==================== sram_arbiter
$ cat config.mk
export PLATFORM = sky130hd
export DESIGN_NAME = sram_arbiter
export DESIGN_NICKNAME = d
export VERILOG_FILES = /design/src/rtl/sram_arb_pkg.sv /design/src/rtl/sram_arbiter_rr.sv /design/src/rtl/sram_arbiter.sv
export SDC_FILE = /design/constraint.sdc
export NUM_CORES = 1
export LEC_CHECK = 0
export ABC_AREA = 1
export CAP_MARGIN = 20
export CORE_AREA = 2 2 379 381
export DETAILED_ROUTE_END_ITERATION = 16
export DIE_AREA = 0 0 381 383
export PLACE_DENSITY_LB_ADDON = 0.15
export SLEW_MARGIN = 30
export SYNTH_ARGS = -nofsm -noshare
export SYNTH_HDL_FRONTEND = slang
export SYNTH_SLANG_ARGS = --single-unit
$ cat constraint.sdc
create_clock -name clk -period 2.6 [get_ports clk]
set_clock_uncertainty 0.15 [all_clocks]
set_input_delay 0.26 -clock clk [delete_from_list [all_inputs] [get_ports clk]]
set_output_delay 0.26 -clock clk [all_outputs]
set_load 0.1 [all_outputs]
$ cat src/rtl/sram_arb_pkg.sv
// Shared types and widths for the scratch-SRAM round-robin arbiter.
package sram_arb_pkg;

  localparam int STATS_CNT_WIDTH = 16;
  localparam int DEF_DATA_WIDTH  = 128;
  localparam int DEF_ADDR_WIDTH  = 10;
  localparam int MAX_REQ         = 8;

  // Width of a requester index / round-robin pointer; never narrower than one bit.
  function automatic int req_idx_width(input int n);
    return (n > 1) ? $clog2(n) : 1;
  endfunction

  localparam int REQ_IDX_WIDTH = req_idx_width(MAX_REQ);

  typedef struct packed {
    logic                      we;
    logic [DEF_ADDR_WIDTH-1:0] addr;
    logic [DEF_DATA_WIDTH-1:0] wdata;
  } sram_cmd_t;

endpackage

$ cat src/rtl/sram_arbiter_rr.sv
// Round-robin grant: first requester at or after the pointer (wrapping) wins;
// the pointer moves just past the winner on every grant.
module rr_arbiter
  import sram_arb_pkg::*;
#(
  parameter int NUM_REQ = 4,
  localparam int IW = req_idx_width(NUM_REQ)
) (
  input  logic               clk,
  input  logic               rst,
  input  logic [NUM_REQ-1:0] req,
  output logic [NUM_REQ-1:0] grant,
  output logic [IW-1:0]      grant_idx,
  output logic               grant_valid
);

  logic [IW-1:0] rr_ptr;
  int            cand;

  always_comb begin
    grant       = '0;
    grant_idx   = '0;
    grant_valid = 1'b0;
    cand        = 0;
    if (!rst) begin
      for (int k = 0; k < NUM_REQ; k++) begin
        cand = (int'(rr_ptr) + k) % NUM_REQ;
        if (!grant_valid && req[cand]) begin
          grant[cand] = 1'b1;
          grant_idx   = IW'(cand);
          grant_valid = 1'b1;
        end
      end
    end
  end

  always_ff @(posedge clk) begin
    if (rst) begin
      rr_ptr <= '0;
    end else if (grant_valid) begin
      rr_ptr <= (grant_idx == IW'(NUM_REQ - 1)) ? '0 : grant_idx + 1'b1;
    end
  end

endmodule

$ cat src/rtl/sram_arbiter.sv
// Shares one scratch SRAM (separate read/write ports) between NUM_REQ masters.
// Optional per-requester grant counters are enabled with SRAM_ARB_STATS_EN.
module sram_arbiter
  import sram_arb_pkg::*;
#(
  parameter int NUM_REQ    = 4,
  parameter int DATA_WIDTH = DEF_DATA_WIDTH,
  parameter int ADDR_WIDTH = DEF_ADDR_WIDTH
) (
  input  logic                          clk,
  input  logic                          rst,
  input  logic [NUM_REQ-1:0]            req_valid,
  output logic [NUM_REQ-1:0]            req_ready,
  input  logic [NUM_REQ-1:0]            req_we,
  input  logic [NUM_REQ*ADDR_WIDTH-1:0] req_addr,
  input  logic [NUM_REQ*DATA_WIDTH-1:0] req_wdata,
  output logic [NUM_REQ-1:0]            rsp_valid,
  output logic [DATA_WIDTH-1:0]         rsp_data,
  output logic                          sram_wen,
  output logic [ADDR_WIDTH-1:0]         sram_wadr,
  output logic [DATA_WIDTH-1:0]         sram_wdata,
  output logic                          sram_ren,
  output logic [ADDR_WIDTH-1:0]         sram_radr,
  input  logic [DATA_WIDTH-1:0]         sram_rdata
`ifdef SRAM_ARB_STATS_EN
  ,
  output logic [NUM_REQ*STATS_CNT_WIDTH-1:0] grant_cnt
`endif
);

  localparam int IW = req_idx_width(NUM_REQ);

  logic [NUM_REQ-1:0]    grant;
  logic [IW-1:0]         grant_idx;
  logic                  grant_valid;
  logic                  sel_we;
  logic [ADDR_WIDTH-1:0] sel_addr;
  logic [DATA_WIDTH-1:0] sel_wdata;
  logic [IW-1:0]         iss_tag;
  logic                  rsp_tag_valid;
  logic [IW-1:0]         rsp_tag;

  rr_arbiter #(.NUM_REQ(NUM_REQ)) u_rr (
    .clk        (clk),
    .rst        (rst),
    .req        (req_valid),
    .grant      (grant),
    .grant_idx  (grant_idx),
    .grant_valid(grant_valid)
  );

  assign req_ready = grant;

  // One-hot grant makes an AND-OR mux safe for any NUM_REQ, power of two or not.
  always_comb begin
    sel_we    = 1'b0;
    sel_addr  = '0;
    sel_wdata = '0;
    for (int i = 0; i < NUM_REQ; i++) begin
      if (grant[i]) begin
        sel_we    = sel_we | req_we[i];
        sel_addr  = sel_addr | req_addr[i*ADDR_WIDTH +: ADDR_WIDTH];
        sel_wdata = sel_wdata | req_wdata[i*DATA_WIDTH +: DATA_WIDTH];
      end
    end
  end

  always_ff @(posedge clk) begin
    if (rst) begin
      sram_wen   <= 1'b0;
      sram_ren   <= 1'b0;
      sram_wadr  <= '0;
      sram_wdata <= '0;
      sram_radr  <= '0;
      iss_tag    <= '0;
    end else begin
      sram_wen <= grant_valid & sel_we;
      sram_ren <= grant_valid & ~sel_we;
      if (grant_valid && sel_we) begin
        sram_wadr  <= sel_addr;
        sram_wdata <= sel_wdata;
      end
      if (grant_valid && !sel_we) begin
        sram_radr <= sel_addr;
        iss_tag   <= grant_idx;
      end
    end
  end

  // The read tag trails the issue stage by one cycle to line up with sram_rdata.
  always_ff @(posedge clk) begin
    if (rst) begin
      rsp_tag_valid <= 1'b0;
      rsp_tag       <= '0;
    end else begin
      rsp_tag_valid <= sram_ren;
      rsp_tag       <= iss_tag;
    end
  end

  always_comb begin
    rsp_valid = '0;
    for (int i = 0; i < NUM_REQ; i++) begin
      rsp_valid[i] = rsp_tag_valid && (rsp_tag == IW'(i));
    end
  end

  assign rsp_data = sram_rdata;

`ifdef SRAM_ARB_STATS_EN
  always_ff @(posedge clk) begin
    for (int i = 0; i < NUM_REQ; i++) begin
      if (rst) begin
        grant_cnt[i*STATS_CNT_WIDTH +: STATS_CNT_WIDTH] <= '0;
      end else if (grant[i] && (grant_cnt[i*STATS_CNT_WIDTH +: STATS_CNT_WIDTH] != '1)) begin
        grant_cnt[i*STATS_CNT_WIDTH +: STATS_CNT_WIDTH] <=
          grant_cnt[i*STATS_CNT_WIDTH +: STATS_CNT_WIDTH] + 1'b1;
      end
    end
  end
`endif

endmodule
==================== vga_timing_gen
`config.mk`:
```
export PLATFORM = sky130hd
export DESIGN_NAME = vga_timing_gen
export DESIGN_NICKNAME = d
export VERILOG_FILES = /design/src/rtl/vga_timing_pkg.sv /design/src/rtl/vga_pos_delay.sv /design/src/rtl/vga_timing_gen.sv
export SDC_FILE = /design/constraint.sdc
export NUM_CORES = 1
export LEC_CHECK = 0
export CAP_MARGIN = 30
export CORE_MARGIN = 3
export CORE_UTILIZATION = 35
export DETAILED_ROUTE_END_ITERATION = 8
export GPL_TIMING_DRIVEN = 0
export PLACE_DENSITY = 0.62
export RECOVER_POWER = 50
export SKIP_LAST_GASP = 1
export SLEW_MARGIN = 20
export SYNTH_ARGS = -nofsm -noshare
export SYNTH_HDL_FRONTEND = slang
export SYNTH_HIERARCHICAL = 1
export SYNTH_SLANG_ARGS = --single-unit
```
`constraint.sdc`:
```
create_clock -name clk -period 2.7 [get_ports clk]
set_input_delay 0.405 -clock clk [delete_from_list [all_inputs] [get_ports clk]]
set_output_delay 0.405 -clock clk [all_outputs]
set_load 0.03 [all_outputs]
```
`src/rtl/vga_timing_pkg.sv`:
```
// Shared VGA timing defaults (640x480@60) and sync polarity constants.
package vga_timing_pkg;

   localparam int unsigned DEF_H_ACTIVE = 640;
   localparam int unsigned DEF_H_FP     = 16;
   localparam int unsigned DEF_H_SYNC   = 96;
   localparam int unsigned DEF_H_BP     = 48;

   localparam int unsigned DEF_V_ACTIVE = 480;
   localparam int unsigned DEF_V_FP     = 10;
   localparam int unsigned DEF_V_SYNC   = 2;
   localparam int unsigned DEF_V_BP     = 33;

   localparam logic POL_LOW  = 1'b0;
   localparam logic POL_HIGH = 1'b1;

   function automatic int unsigned line_total(input int unsigned active, input int unsigned fp,
                                              input int unsigned sync, input int unsigned bp);
      return active + fp + sync + bp;
   endfunction

endpackage

```
`src/rtl/vga_pos_delay.sv`:
```
// Enable-gated h/v position shift pipeline; depth 0 is a pure pass-through.
module vga_pos_delay #(
   parameter int unsigned W     = 11,
   parameter int unsigned DEPTH = 0
) (
   input  logic         clk,
   input  logic         rst_p,
   input  logic         en,
   input  logic [W-1:0] h_in,
   input  logic [W-1:0] v_in,
   output logic [W-1:0] h_out,
   output logic [W-1:0] v_out
);

   if (DEPTH == 0) begin : g_pass
      logic unused_pass;
      assign unused_pass = ^{clk, rst_p, en};
      assign h_out = h_in;
      assign v_out = v_in;
   end else begin : g_pipe
      localparam int unsigned PW = DEPTH * W;

      logic [PW-1:0] h_q, h_d;
      logic [PW-1:0] v_q, v_d;

      // Newest stage sits in the low W bits; the oldest drives the outputs.
      always_comb begin
         h_d = h_q;
         v_d = v_q;
         if (en) begin
            h_d = PW'({h_q, h_in});
            v_d = PW'({v_q, v_in});
         end
      end

      always_ff @(posedge clk or posedge rst_p) begin
         if (rst_p) begin
            h_q <= '0;
            v_q <= '0;
         end else begin
            h_q <= h_d;
            v_q <= v_d;
         end
      end

      assign h_out = h_q[PW-1 -: W];
      assign v_out = v_q[PW-1 -: W];
   end

endmodule

```
`src/rtl/vga_timing_gen.sv`:
```
// VGA timing generator: position counters, genlock restart, frame counter, strobes and a
// registered sync/data-enable/RGB stage fed from a delayed copy of the position.
module vga_timing_gen
   import vga_timing_pkg::*;
#(
   parameter int unsigned COLOR_W    = 4,
   parameter int unsigned CNT_W      = 11,
   parameter int unsigned PIPE_DELAY = 0,
   parameter int unsigned H_ACTIVE   = DEF_H_ACTIVE,
   parameter int unsigned H_FP       = DEF_H_FP,
   parameter int unsigned H_SYNC     = DEF_H_SYNC,
   parameter int unsigned H_BP       = DEF_H_BP,
   parameter int unsigned V_ACTIVE   = DEF_V_ACTIVE,
   parameter int unsigned V_FP       = DEF_V_FP,
   parameter int unsigned V_SYNC     = DEF_V_SYNC,
   parameter int unsigned V_BP       = DEF_V_BP,
   parameter logic        HS_POL     = POL_LOW,
   parameter logic        VS_POL     = POL_LOW,
   parameter int unsigned FRAME_W    = 8
) (
   input  logic               clk,
   input  logic               rst_p,
   input  logic               clk_en,
   input  logic               restart,
   input  logic [COLOR_W-1:0] r,
   input  logic [COLOR_W-1:0] g,
   input  logic [COLOR_W-1:0] b,
   output logic [CNT_W-1:0]   h_pos,
   output logic [CNT_W-1:0]   v_pos,
   output logic               v_blank,
   output logic               line_start,
   output logic               frame_start,
   output logic [FRAME_W-1:0] frame_cnt,
   output logic               de,
   output logic               h_sync,
   output logic               v_sync,
   output logic [COLOR_W-1:0] red_out,
   output logic [COLOR_W-1:0] green_out,
   output logic [COLOR_W-1:0] blue_out
);

   localparam int unsigned H_TOTAL = line_total(H_ACTIVE, H_FP, H_SYNC, H_BP);
   localparam int unsigned V_TOTAL = line_total(V_ACTIVE, V_FP, V_SYNC, V_BP);

   if ((((H_TOTAL - 1) >> CNT_W) != 0) || (((V_TOTAL - 1) >> CNT_W) != 0)) begin : g_bad_cnt_w
      $error("vga_timing_gen: CNT_W=%0d cannot hold H_TOTAL-1=%0d / V_TOTAL-1=%0d",
             CNT_W, H_TOTAL - 1, V_TOTAL - 1);
   end
   if (PIPE_DELAY > 15) begin : g_bad_pipe
      $error("vga_timing_gen: PIPE_DELAY=%0d out of range 0..15", PIPE_DELAY);
   end

   localparam logic [CNT_W-1:0] H_LAST  = CNT_W'(H_TOTAL - 1);
   localparam logic [CNT_W-1:0] V_LAST  = CNT_W'(V_TOTAL - 1);
   localparam logic [CNT_W-1:0] H_ACT   = CNT_W'(H_ACTIVE);
   localparam logic [CNT_W-1:0] V_ACT   = CNT_W'(V_ACTIVE);
   localparam logic [CNT_W-1:0] HS_BEG  = CNT_W'(H_ACTIVE + H_FP);
   localparam logic [CNT_W-1:0] HS_END  = CNT_W'(H_ACTIVE + H_FP + H_SYNC);
   localparam logic [CNT_W-1:0] VS_BEG  = CNT_W'(V_ACTIVE + V_FP);
   localparam logic [CNT_W-1:0] VS_END  = CNT_W'(V_ACTIVE + V_FP + V_SYNC);

   logic [CNT_W-1:0]   h_q, h_d, v_q, v_d;
   logic [FRAME_W-1:0] frame_q, frame_d;
   logic               line_start_q, line_start_d;
   logic               frame_start_q, frame_start_d;
   logic               de_q, de_d;
   logic               h_sync_q, h_sync_d;
   logic               v_sync_q, v_sync_d;
   logic [COLOR_W-1:0] red_q, red_d, green_q, green_d, blue_q, blue_d;

   logic [CNT_W-1:0]   h_dly, v_dly;
   logic               active;

   vga_pos_delay #(
      .W     (CNT_W),
      .DEPTH (PIPE_DELAY)
   ) u_pos_delay (
      .clk   (clk),
      .rst_p (rst_p),
      .en    (clk_en),
      .h_in  (h_q),
      .v_in  (v_q),
      .h_out (h_dly),
      .v_out (v_dly)
   );

   // Counter advance, genlock override, strobes and the pin-side output stage.
   always_comb begin
      h_d           = h_q;
      v_d           = v_q;
      frame_d       = frame_q;
      line_start_d  = 1'b0;
      frame_start_d = 1'b0;
      de_d          = de_q;
      h_sync_d      = h_sync_q;
      v_sync_d      = v_sync_q;
      red_d         = red_q;
      green_d       = green_q;
      blue_d        = blue_q;
      active        = (h_dly < H_ACT) && (v_dly < V_ACT);

      if (clk_en) begin
         if (h_q == H_LAST) begin
            h_d = '0;
            if (v_q == V_LAST) begin
               v_d     = '0;
               frame_d = frame_q + FRAME_W'(1);
            end else begin
               v_d = v_q + CNT_W'(1);
            end
         end else begin
            h_d = h_q + CNT_W'(1);
         end

         // Restart wins over the natural wrap but keeps a coincident frame count.
         if (restart) begin
            h_d = '0;
            v_d = '0;
         end

         line_start_d  = (h_d == '0);
         frame_start_d = (h_d == '0) && (v_d == '0);

         de_d     = active;
         red_d    = active ? r : '0;
         green_d  = active ? g : '0;
         blue_d   = active ? b : '0;
         h_sync_d = ((h_dly >= HS_BEG) && (h_dly < HS_END)) ? HS_POL : ~HS_POL;
         v_sync_d = ((v_dly >= VS_BEG) && (v_dly < VS_END)) ? VS_POL : ~VS_POL;
      end
   end

   always_ff @(posedge clk or posedge rst_p) begin
      if (rst_p) begin
         h_q           <= '0;
         v_q           <= '0;
         frame_q       <= '0;
         line_start_q  <= 1'b0;
         frame_start_q <= 1'b0;
         de_q          <= 1'b0;
         h_sync_q      <= ~HS_POL;
         v_sync_q      <= ~VS_POL;
         red_q         <= '0;
         green_q       <= '0;
         blue_q        <= '0;
      end else begin
         h_q           <= h_d;
         v_q           <= v_d;
         frame_q       <= frame_d;
         line_start_q  <= line_start_d;
         frame_start_q <= frame_start_d;
         de_q          <= de_d;
         h_sync_q      <= h_sync_d;
         v_sync_q      <= v_sync_d;
         red_q         <= red_d;
         green_q       <= green_d;
         blue_q        <= blue_d;
      end
   end

   assign h_pos       = h_q;
   assign v_pos       = v_q;
   assign v_blank     = (v_q >= V_ACT);
   assign line_start  = line_start_q;
   assign frame_start = frame_start_q;
   assign frame_cnt   = frame_q;
   assign de          = de_q;
   assign h_sync      = h_sync_q;
   assign v_sync      = v_sync_q;
   assign red_out     = red_q;
   assign green_out   = green_q;
   assign blue_out    = blue_q;

endmodule

```
==================== serial_word_receiver
**src/rtl/serial_word_receiver.sv**
```systemverilog
// Serial-to-parallel word receiver.
// Collects WORD_LENGTH bits MSB-first, qualified by shift, after a start request.
// The completed word is presented on parallelOutput with a one-cycle dataValid pulse.
module serial_word_receiver #(
    parameter int unsigned WORD_LENGTH = 8
) (
    input  logic                   clk,
    input  logic                   reset,
    input  logic                   serialInput,
    input  logic                   shift,
    input  logic                   start,
    output logic [WORD_LENGTH-1:0] parallelOutput,
    output logic                   dataValid,
    output logic                   busy
);

    localparam int unsigned CNT_W = $clog2(WORD_LENGTH);
    localparam logic [CNT_W-1:0] LAST_BIT = CNT_W'(WORD_LENGTH - 1);

    typedef enum logic [1:0] {
        StIdle,
        StReceive,
        StDone
    } state_t;

    state_t                 r_state;
    logic [CNT_W-1:0]       r_cnt;
    logic [WORD_LENGTH-1:0] r_shreg;
    logic [WORD_LENGTH-1:0] r_par;
    logic                   r_valid;
    logic                   r_busy;

    logic [WORD_LENGTH-1:0] w_next_word;
    logic                   w_last_bit;

    // Shift register contents after accepting the current serial bit.
    always_comb begin
        w_next_word = {r_shreg[WORD_LENGTH-2:0], serialInput};
        w_last_bit  = (r_cnt == LAST_BIT);
    end

    // Frame FSM with registered outputs; busy mirrors the RECEIVE state.
    always_ff @(posedge clk or negedge reset) begin
        if (!reset) begin
            r_state <= StIdle;
            r_cnt   <= '0;
            r_shreg <= '0;
            r_par   <= '0;
            r_valid <= 1'b0;
            r_busy  <= 1'b0;
        end else begin
            r_valid <= 1'b0;
            unique case (r_state)
                StIdle: begin
                    if (start) begin
                        r_state <= StReceive;
                        r_cnt   <= '0;
                        r_shreg <= '0;
                        r_busy  <= 1'b1;
                    end
                end
                StReceive: begin
                    if (start) begin
                        // Abort: restart the frame, any bit on this edge is dropped.
                        r_cnt   <= '0;
                        r_shreg <= '0;
                    end else if (shift) begin
                        r_shreg <= w_next_word;
                        if (w_last_bit) begin
                            r_par   <= w_next_word;
                            r_cnt   <= '0;
                            r_state <= StDone;
                            r_valid <= 1'b1;
                            r_busy  <= 1'b0;
                        end else begin
                            r_cnt <= r_cnt + CNT_W'(1);
                        end
                    end
                end
                StDone: begin
                    // shift is ignored here; the next frame samples from RECEIVE.
                    if (start) begin
                        r_state <= StReceive;
                        r_cnt   <= '0;
                        r_shreg <= '0;
                        r_busy  <= 1'b1;
                    end else begin
                        r_state <= StIdle;
                    end
                end
                default: begin
                    r_state <= StIdle;
                    r_busy  <= 1'b0;
                end
            endcase
        end
    end

    assign parallelOutput = r_par;
    assign dataValid      = r_valid;
    assign busy           = r_busy;

endmodule
```
**config.mk**
```make
export PLATFORM = sky130hd
export DESIGN_NAME = serial_word_receiver
export DESIGN_NICKNAME = d
export VERILOG_FILES = /design/src/rtl/serial_word_receiver.sv
export SDC_FILE = /design/constraint.sdc
export NUM_CORES = 1
export LEC_CHECK = 0
export ABC_AREA = 1
export CAP_MARGIN = 30
export CORE_UTILIZATION = 55
export CTS_CLUSTER_SIZE = 24
export DETAILED_ROUTE_END_ITERATION = 7
export PLACE_DENSITY = 0.93
export SETUP_SLACK_MARGIN = 0.5
export SLEW_MARGIN = 0
export SYNTH_ARGS = -nofsm -noshare
export SYNTH_HDL_FRONTEND = slang
export SYNTH_SLANG_ARGS = --single-unit
export TNS_END_PERCENT = 10
```
**constraint.sdc**
```tcl
create_clock -name clk -period 2.8 [get_ports clk]
set_input_delay 0.42 -clock clk [delete_from_list [all_inputs] [get_ports clk]]
set_output_delay 0.42 -clock clk [all_outputs]
set_load 0.05 [all_outputs]
```
==================== retire_trace_buffer
File: src/rtl/retire_trace_buffer_pkg.sv
`default_nettype none
// ============================================================================
// Module      : retire_trace_buffer_pkg
// Description : Shared types and constants for the retire trace buffer:
//               retire record layout, default depth, slot popcount helper.
// Revision    : 1.0 - initial release
// ============================================================================
package retire_trace_buffer_pkg;

  localparam int XLEN             = 32;
  localparam int RetireTraceDepth = 16;

  // One retired instruction as seen by the trace consumer (166 bits at XLEN=32)
  typedef struct packed {
    logic [XLEN-1:0] pc;
    logic [XLEN-1:0] instr;
    logic [4:0]      reg_addr;
    logic [XLEN-1:0] reg_data;
    logic [XLEN-1:0] mem_addr;
    logic [XLEN-1:0] mem_data;
    logic            mem_wrt;
  } retire_rec_t;

  localparam int RecW = $bits(retire_rec_t);

  // Slot counts never exceed 4, so three bits always suffice
  localparam int SlotCntW = 3;

  function automatic logic [SlotCntW-1:0] slot_popcount(input logic [3:0] v);
    int c;
    c = 0;
    for (int i = 0; i < 4; i++) begin
      c += int'(v[i]);
    end
    return SlotCntW'(c);
  endfunction

endpackage
`default_nettype wire

File: src/rtl/retire_trace_buffer_compactor.sv
`default_nettype none
// ============================================================================
// Module      : retire_compactor
// Description : Packs the valid retire slots into a dense, program-ordered
//               write vector and splits them into written and dropped counts
//               according to the FIFO space available this cycle.
// Revision    : 1.0 - initial release
// ============================================================================
module retire_compactor
  import retire_trace_buffer_pkg::*;
#(
  parameter int IssueWidth = 2,
  parameter int Depth      = RetireTraceDepth,
  localparam int PtrW      = $clog2(Depth) + 1
) (
  input  logic [IssueWidth-1:0]      update_i,
  input  logic [IssueWidth*RecW-1:0] slot_rec_i,
  input  logic [PtrW-1:0]            free_i,
  output logic [IssueWidth*RecW-1:0] wr_rec_o,
  output logic [SlotCntW-1:0]        n_valid_o,
  output logic [SlotCntW-1:0]        n_write_o,
  output logic [SlotCntW-1:0]        n_drop_o
);

  assign n_valid_o = slot_popcount(4'(update_i));

  // Lowest valid slots claim free entries first; anything beyond free is dropped
  always_comb begin
    int wr_cnt;
    int drop_cnt;
    wr_rec_o = '0;
    wr_cnt   = 0;
    drop_cnt = 0;
    for (int s = 0; s < IssueWidth; s++) begin
      if (update_i[s]) begin
        if (wr_cnt < int'(free_i)) begin
          wr_rec_o[wr_cnt*RecW +: RecW] = slot_rec_i[s*RecW +: RecW];
          wr_cnt = wr_cnt + 1;
        end else begin
          drop_cnt = drop_cnt + 1;
        end
      end
    end
    n_write_o = SlotCntW'(wr_cnt);
    n_drop_o  = SlotCntW'(drop_cnt);
  end

endmodule
`default_nettype wire

File: src/rtl/retire_trace_buffer.sv
`default_nettype none
// ============================================================================
// Module      : retire_trace_buffer
// Description : Captures up to IssueWidth retire records per cycle into a
//               circular FIFO and streams them out one per cycle over a
//               show-ahead valid/ready interface. Counts retirements and
//               overflow drops, with a sticky overflow flag.
// Revision    : 1.0 - initial release
// ============================================================================
module retire_trace_buffer
  import retire_trace_buffer_pkg::*;
#(
  parameter int IssueWidth = 2,
  parameter int Depth      = RetireTraceDepth,
  localparam int PtrW      = $clog2(Depth) + 1
) (
  input  logic                       clk_i,
  input  logic                       rstn_i,
  input  logic [IssueWidth-1:0]      update_i,
  input  logic [IssueWidth*XLEN-1:0] pc_i,
  input  logic [IssueWidth*XLEN-1:0] instr_i,
  input  logic [IssueWidth*5-1:0]    reg_addr_i,
  input  logic [IssueWidth*XLEN-1:0] reg_data_i,
  input  logic [IssueWidth*XLEN-1:0] mem_addr_i,
  input  logic [IssueWidth*XLEN-1:0] mem_data_i,
  input  logic [IssueWidth-1:0]      mem_wrt_i,
  output logic                       rec_valid_o,
  input  logic                       rec_ready_i,
  output logic [RecW-1:0]            rec_o,
  output logic [PtrW-1:0]            level_o,
  output logic [31:0]                retired_count_o,
  output logic [31:0]                drop_count_o,
  output logic                       overflow_o
);

  localparam int AW = $clog2(Depth);

  // FIFO storage is deliberately not reset: the pointers alone define occupancy
  retire_rec_t mem_q [Depth];

  logic [PtrW-1:0] wptr_q, wptr_d;
  logic [PtrW-1:0] rptr_q, rptr_d;
  logic [31:0]     retired_q, retired_d;
  logic [31:0]     drop_q, drop_d;
  logic            overflow_q, overflow_d;

  logic [IssueWidth*RecW-1:0] slot_recs;
  logic [IssueWidth*RecW-1:0] wr_recs;
  logic [SlotCntW-1:0]        n_valid;
  logic [SlotCntW-1:0]        n_write;
  logic [SlotCntW-1:0]        n_drop;
  logic [PtrW-1:0]            free_space;
  logic                       pop;
  logic [AW-1:0]              wr_addr [IssueWidth];

  // Assemble each slot's fields into the packed record layout
  for (genvar s = 0; s < IssueWidth; s++) begin : g_slot
    assign slot_recs[s*RecW +: RecW] = {pc_i[s*XLEN +: XLEN],
                                        instr_i[s*XLEN +: XLEN],
                                        reg_addr_i[s*5 +: 5],
                                        reg_data_i[s*XLEN +: XLEN],
                                        mem_addr_i[s*XLEN +: XLEN],
                                        mem_data_i[s*XLEN +: XLEN],
                                        mem_wrt_i[s]};
  end

  // Occupancy and stream outputs come straight from the pointer pair
  assign level_o     = wptr_q - rptr_q;
  assign rec_valid_o = (wptr_q != rptr_q);
  assign rec_o       = rec_valid_o ? mem_q[rptr_q[AW-1:0]] : '0;
  assign pop         = rec_valid_o & rec_ready_i;

  // A pop in the same cycle frees its entry for this cycle's pushes
  assign free_space = PtrW'(Depth) - level_o + PtrW'(pop);

  retire_compactor #(
    .IssueWidth (IssueWidth),
    .Depth      (Depth)
  ) u_compactor (
    .update_i   (update_i),
    .slot_rec_i (slot_recs),
    .free_i     (free_space),
    .wr_rec_o   (wr_recs),
    .n_valid_o  (n_valid),
    .n_write_o  (n_write),
    .n_drop_o   (n_drop)
  );

  // Consecutive FIFO addresses for the compacted write lanes
  always_comb begin
    for (int k = 0; k < IssueWidth; k++) begin
      wr_addr[k] = wptr_q[AW-1:0] + AW'(k);
    end
  end

  // Next-state for pointers and statistics
  always_comb begin
    wptr_d     = wptr_q + PtrW'(n_write);
    rptr_d     = rptr_q + PtrW'(pop);
    retired_d  = retired_q + 32'(n_valid);
    drop_d     = drop_q + 32'(n_drop);
    overflow_d = overflow_q | (n_drop != '0);
  end

  // Pointer and counter state; reset discards every buffered record at once
  always_ff @(posedge clk_i or negedge rstn_i) begin
    if (!rstn_i) begin
      wptr_q     <= '0;
      rptr_q     <= '0;
      retired_q  <= '0;
      drop_q     <= '0;
      overflow_q <= 1'b0;
    end else begin
      wptr_q     <= wptr_d;
      rptr_q     <= rptr_d;
      retired_q  <= retired_d;
      drop_q     <= drop_d;
      overflow_q <= overflow_d;
    end
  end

  // Write the accepted records into consecutive entries starting at wptr
  always_ff @(posedge clk_i) begin
    for (int k = 0; k < IssueWidth; k++) begin
      if (k < int'(n_write)) begin
        mem_q[wr_addr[k]] <= wr_recs[k*RecW +: RecW];
      end
    end
  end

  assign retired_count_o = retired_q;
  assign drop_count_o    = drop_q;
  assign overflow_o      = overflow_q;

endmodule
`default_nettype wire
File: config.mk
export PLATFORM = sky130hd
export DESIGN_NAME = retire_trace_buffer
export DESIGN_NICKNAME = d
export VERILOG_FILES = /design/src/rtl/retire_trace_buffer_pkg.sv /design/src/rtl/retire_trace_buffer_compactor.sv /design/src/rtl/retire_trace_buffer.sv
export SDC_FILE = /design/constraint.sdc
export NUM_CORES = 2
export LEC_CHECK = 0
export CAP_MARGIN = 10
export CORE_AREA = 2 2 720 722
export DETAILED_ROUTE_END_ITERATION = 16
export DIE_AREA = 0 0 722 724
export GPL_ROUTABILITY_DRIVEN = 0
export HOLD_SLACK_MARGIN = 0.12
export MAX_ROUTING_LAYER = met4
export SYNTH_ARGS = -nofsm -noshare
export SYNTH_HDL_FRONTEND = slang
export SYNTH_SLANG_ARGS = --single-unit
File: constraint.sdc
create_clock -name clk_i -period 38.2 [get_ports clk_i]
set_input_delay 11.46 -clock clk_i [delete_from_list [all_inputs] [get_ports clk_i]]
set_output_delay 11.46 -clock clk_i [all_outputs]
set_load 0.05 [all_outputs]

==> screenshots <==
Pin placement.
Pins as bars across the die edge, other pins in gray.
(a)
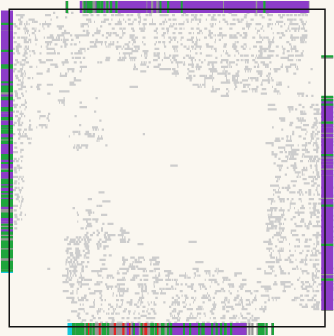
(b)
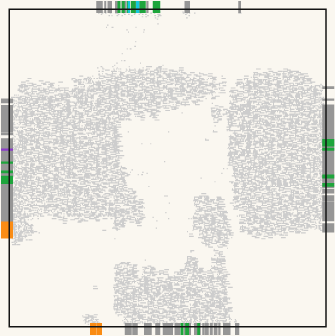
(c)
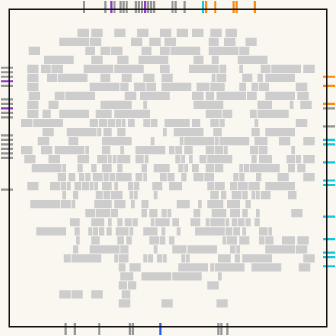
(d)
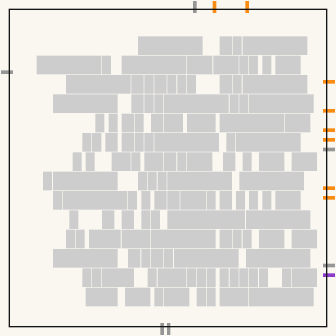
- (b) = retire_trace_buffer
- (d) = serial_word_receiver
- (a) = sram_arbiter
- (c) = vga_timing_gen
Of these, most pins: (a)

serial_word_receiver, metal layers overlaid:
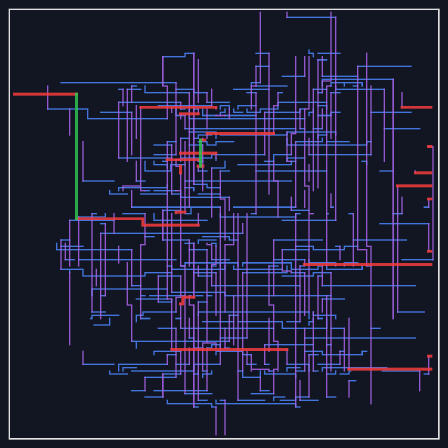
layer	color	wire length
M2	purple	918 um
M4	green	15.6 um
M3	red	89.9 um
M1	blue	816 um

==> results.json, serial_word_receiver <==
{
  "status": "completed",
  "p_seq_share_pct": 47.7,
  "antenna_cells": 0,
  "crit_start": "parallelOutput[5]$_DFFE_PN0P_",
  "buffers": 14,
  "met2WireLength_um": 918,
  "final_cell_mix": "nand2_1, dfrtp_1, nand3_1",
  "seq_cells": 22,
  "cts_made_buffers": 3,
  "final_layout_size_suffix_gt1_share_pct": 7.81,
  "synth-simple-area-share_pct": 34.6,
  "worst-setup-path-type": "flop to output pin",
  "cp.depth": 1,
  "cp.arrival_ns": 1.51,
  "die_x_um": 44.4,
  "period_needed_ns": 1.93,
  "rsz0062_at_grt": "false",
  "maxSlewViolCount": 0,
  "pre_cts_slack_ns": 1.03,
  "crit_slowest_cell": "clkdlybuf4s50_1",
  "ys_area_um2": 991,
  "switchingPower_mw": 0.227,
  "mux_area_share_pct": 0,
  "synth-edff-count": 0,
  "path_max_fanout": 2,
  "largest_class": "registers"
}
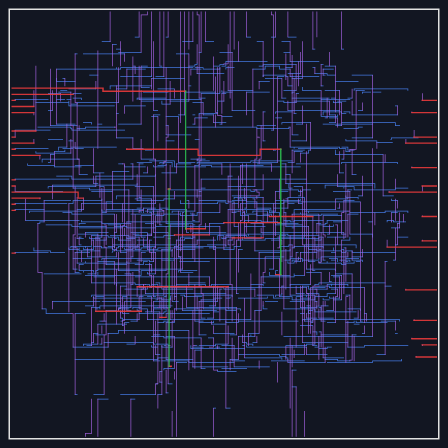
vga_timing_gen: metal layers overlaid
layer	color	wire length
M4	green	97.9 um
M2	purple	3130 um
M3	red	301 um
M1	blue	3330 um

vga_timing_gen, the clock network:
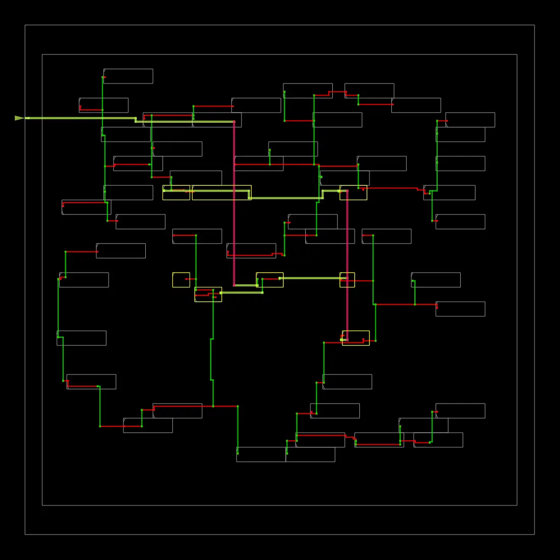
clock buffers: 5
Clock Skews: 0.0113 ns
clk latency late pin: 0.31 ns
Inserted Clock Buffers: 5
clk sink count: 47

==> results.json, vga_timing_gen <==
{
  "status": "completed",
  "dr_wl_met3_um": 300,
  "syn-mean-instance-area_um2": 9.62,
  "final_cells": 460,
  "nets": 380,
  "postCtsSetupBuffers": 0,
  "postPlaceCellArea_um2": 3550,
  "met1_length_mm": 3.33,
  "io_pins": 64,
  "final_layout_size_suffix_gt1_share_pct": 13.0,
  "place_congestion": 0.845,
  "p_leak_nw": 1.55,
  "tightest_slew_ns": 1.17,
  "rows": 31,
  "combGateArea_um2": 1350,
  "cp-start-kind": "flop",
  "seq_cells": 47
}
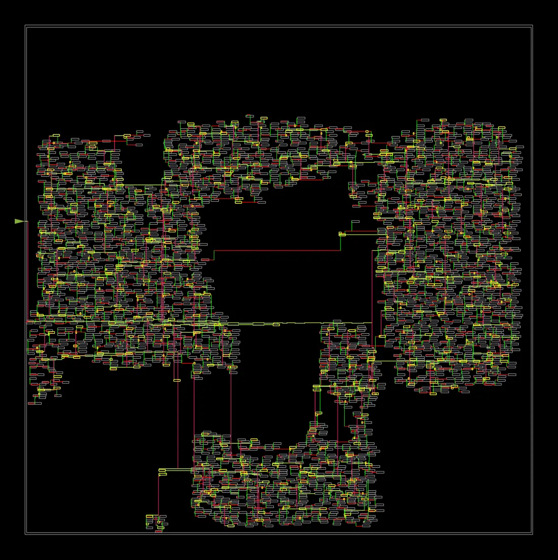
retire_trace_buffer: the clock network
Clock Power: 2.89 mW
clk sink count: 2731
flop count: 2731
Clock Skews: 0.114 ns
clk latency late pin: 0.98 ns

==> results.json, retire_trace_buffer <==
{
  "cts_tree": "done",
  "tapCellCount": 6783,
  "maxPowerGroup": "combinational cells",
  "warning_count": 34,
  "pg_comb_mw": 7.04,
  "p_total_mw": 14.3,
  "inverters": 26,
  "status": "completed",
  "synth_area_um2": 128000,
  "setup_ws_ns": 18.48,
  "ant_nets": 0,
  "maxUsedRoutingLayer": "met4",
  "use_met2_pct": 30.6,
  "drt_iter0_markers": 17487,
  "ir_drop_mv": 0.141,
  "hold_path.startpoint": "retired_count_o[31]$_DFF_PN0_",
  "seq-cell-share_pct": 54.5,
  "ys_sh_adder_pct": 0.228,
  "area_leaders": "edfxtp_1, mux4_2, o22ai_1",
  "yosys_warnings": 0,
  "top_cells_by_count": "o22ai_1, edfxtp_1, mux4_2, clkbuf_1, buf_2",
  "ys.flops": 2731,
  "path_cells": "buf_4, buf_4, buf_4, buf_4, buf_4, mux4_2, mux4_2, nor2b_1, clkdlybuf4s50_1",
  "p_leak_nw": 45.2,
  "area_growth_pct": 16.7,
  "dp.cells": 14824,
  "root_buffer": "clkbuf_16",
  "io_pins": 574,
  "largest_reg_flops": 2656,
  "grt_usage_pct": 20.2,
  "layout.nonclk_buf_share_pct": 5.99,
  "cp-start-kind": "flop",
  "p_seq_share_pct": 30.7,
  "grt.busiest_layer": "met2",
  "cp-endpoint": "rec_o[32]",
  "final_cell_mix": "o22ai_1, edfxtp_1, mux4_2"
}
sram_arbiter, logic cells by family:
Bar = 100 um.
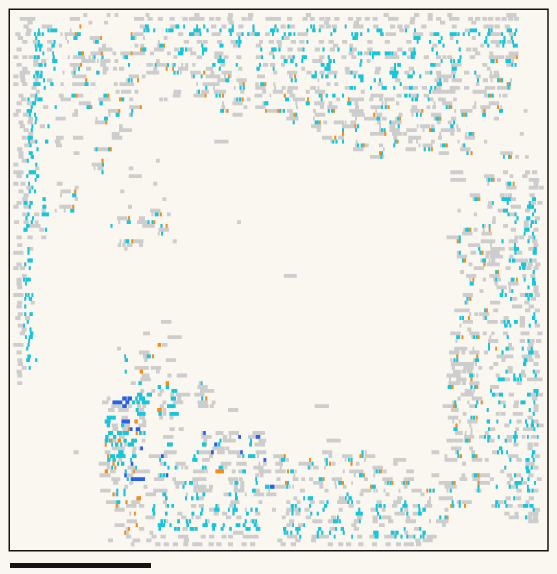
family	color	cells	where
nand cells	cyan	1060	spread over the die
inv cells	orange	152	spread over the die
aoi and oai cells	blue	24	bottom left

==> results.json, sram_arbiter <==
{
  "hpwlAfterDp_mm": 65.6,
  "setup_ws_ns": -0.159,
  "area_growth_pct": 104,
  "failed_checks": "setup timing",
  "combPwrFrac_pct": 80.5,
  "syn_nets": 2650,
  "layout.cells.most_common": "nand2_1",
  "combGateArea_um2": 6260,
  "setup_violations": 140,
  "pre_cts_slack_ns": -0.645,
  "sh_comb_area_pct": 27.5,
  "antenna_cells": 3,
  "dr_wl_met3_mm": 4.08,
  "max_flop_register": "sram_wdata",
  "clkTransAtPathRegs_ns": 0.08,
  "io_pins": 976,
  "maxCapViolations": 0,
  "p_clk_mw": 2.83,
  "status": "complete, but fails checks",
  "cp-endpoint": "sram_wdata[84]$_SDFFE_PP0P_",
  "use_met1_pct": 13.0,
  "place_congestion": 0.845,
  "xor_share_pct": 0
}


## Gallery

Where the registers sit.
Other sequential cells in the stronger gray, the rest of the logic in the fainter gray.
panel A
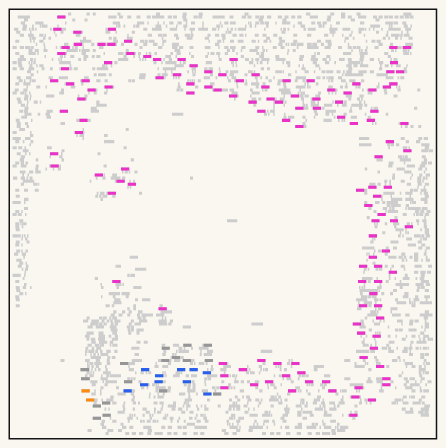
panel B
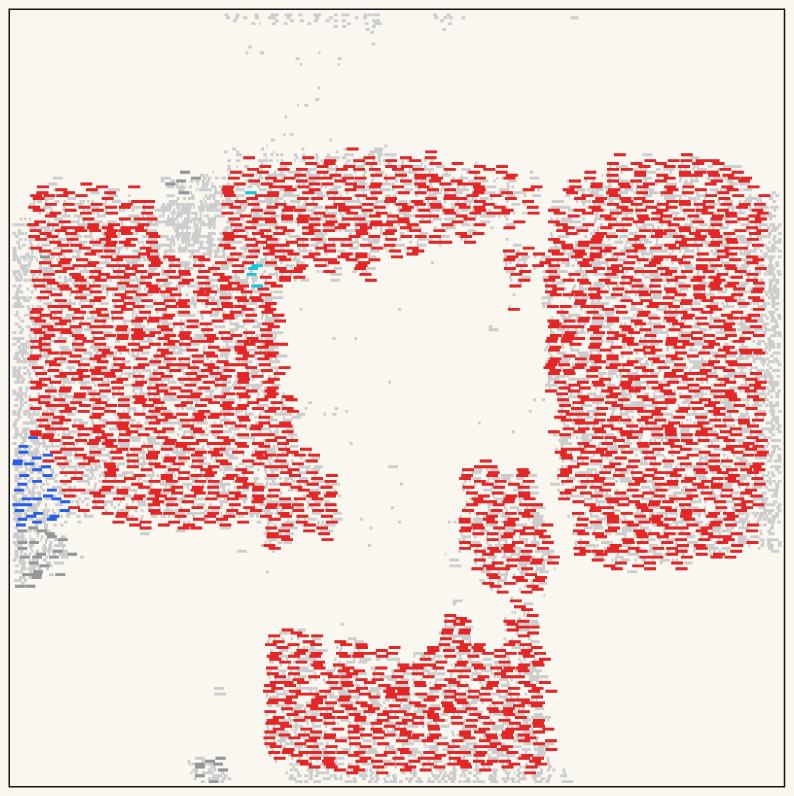
panel C
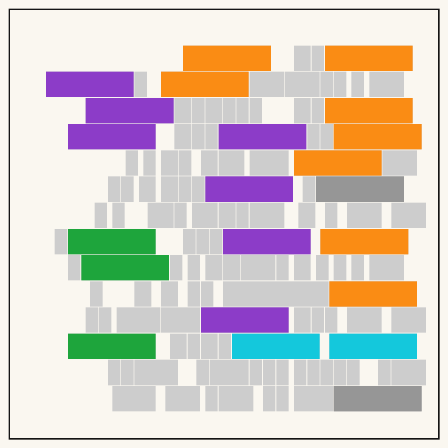
panel D
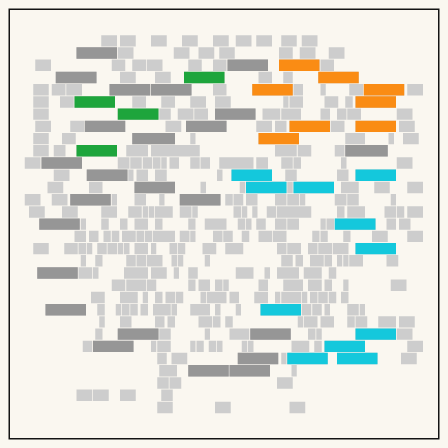
- sram_arbiter = panel A
- serial_word_receiver = panel C
- retire_trace_buffer = panel B
- vga_timing_gen = panel D

Key to panel D:
name in the netlist	color	placed flops
h_pos	cyan	11
green_out	green	4
frame_cnt	orange	8

Power figures rest on the tool's default switching activity, not on a simulated workload.
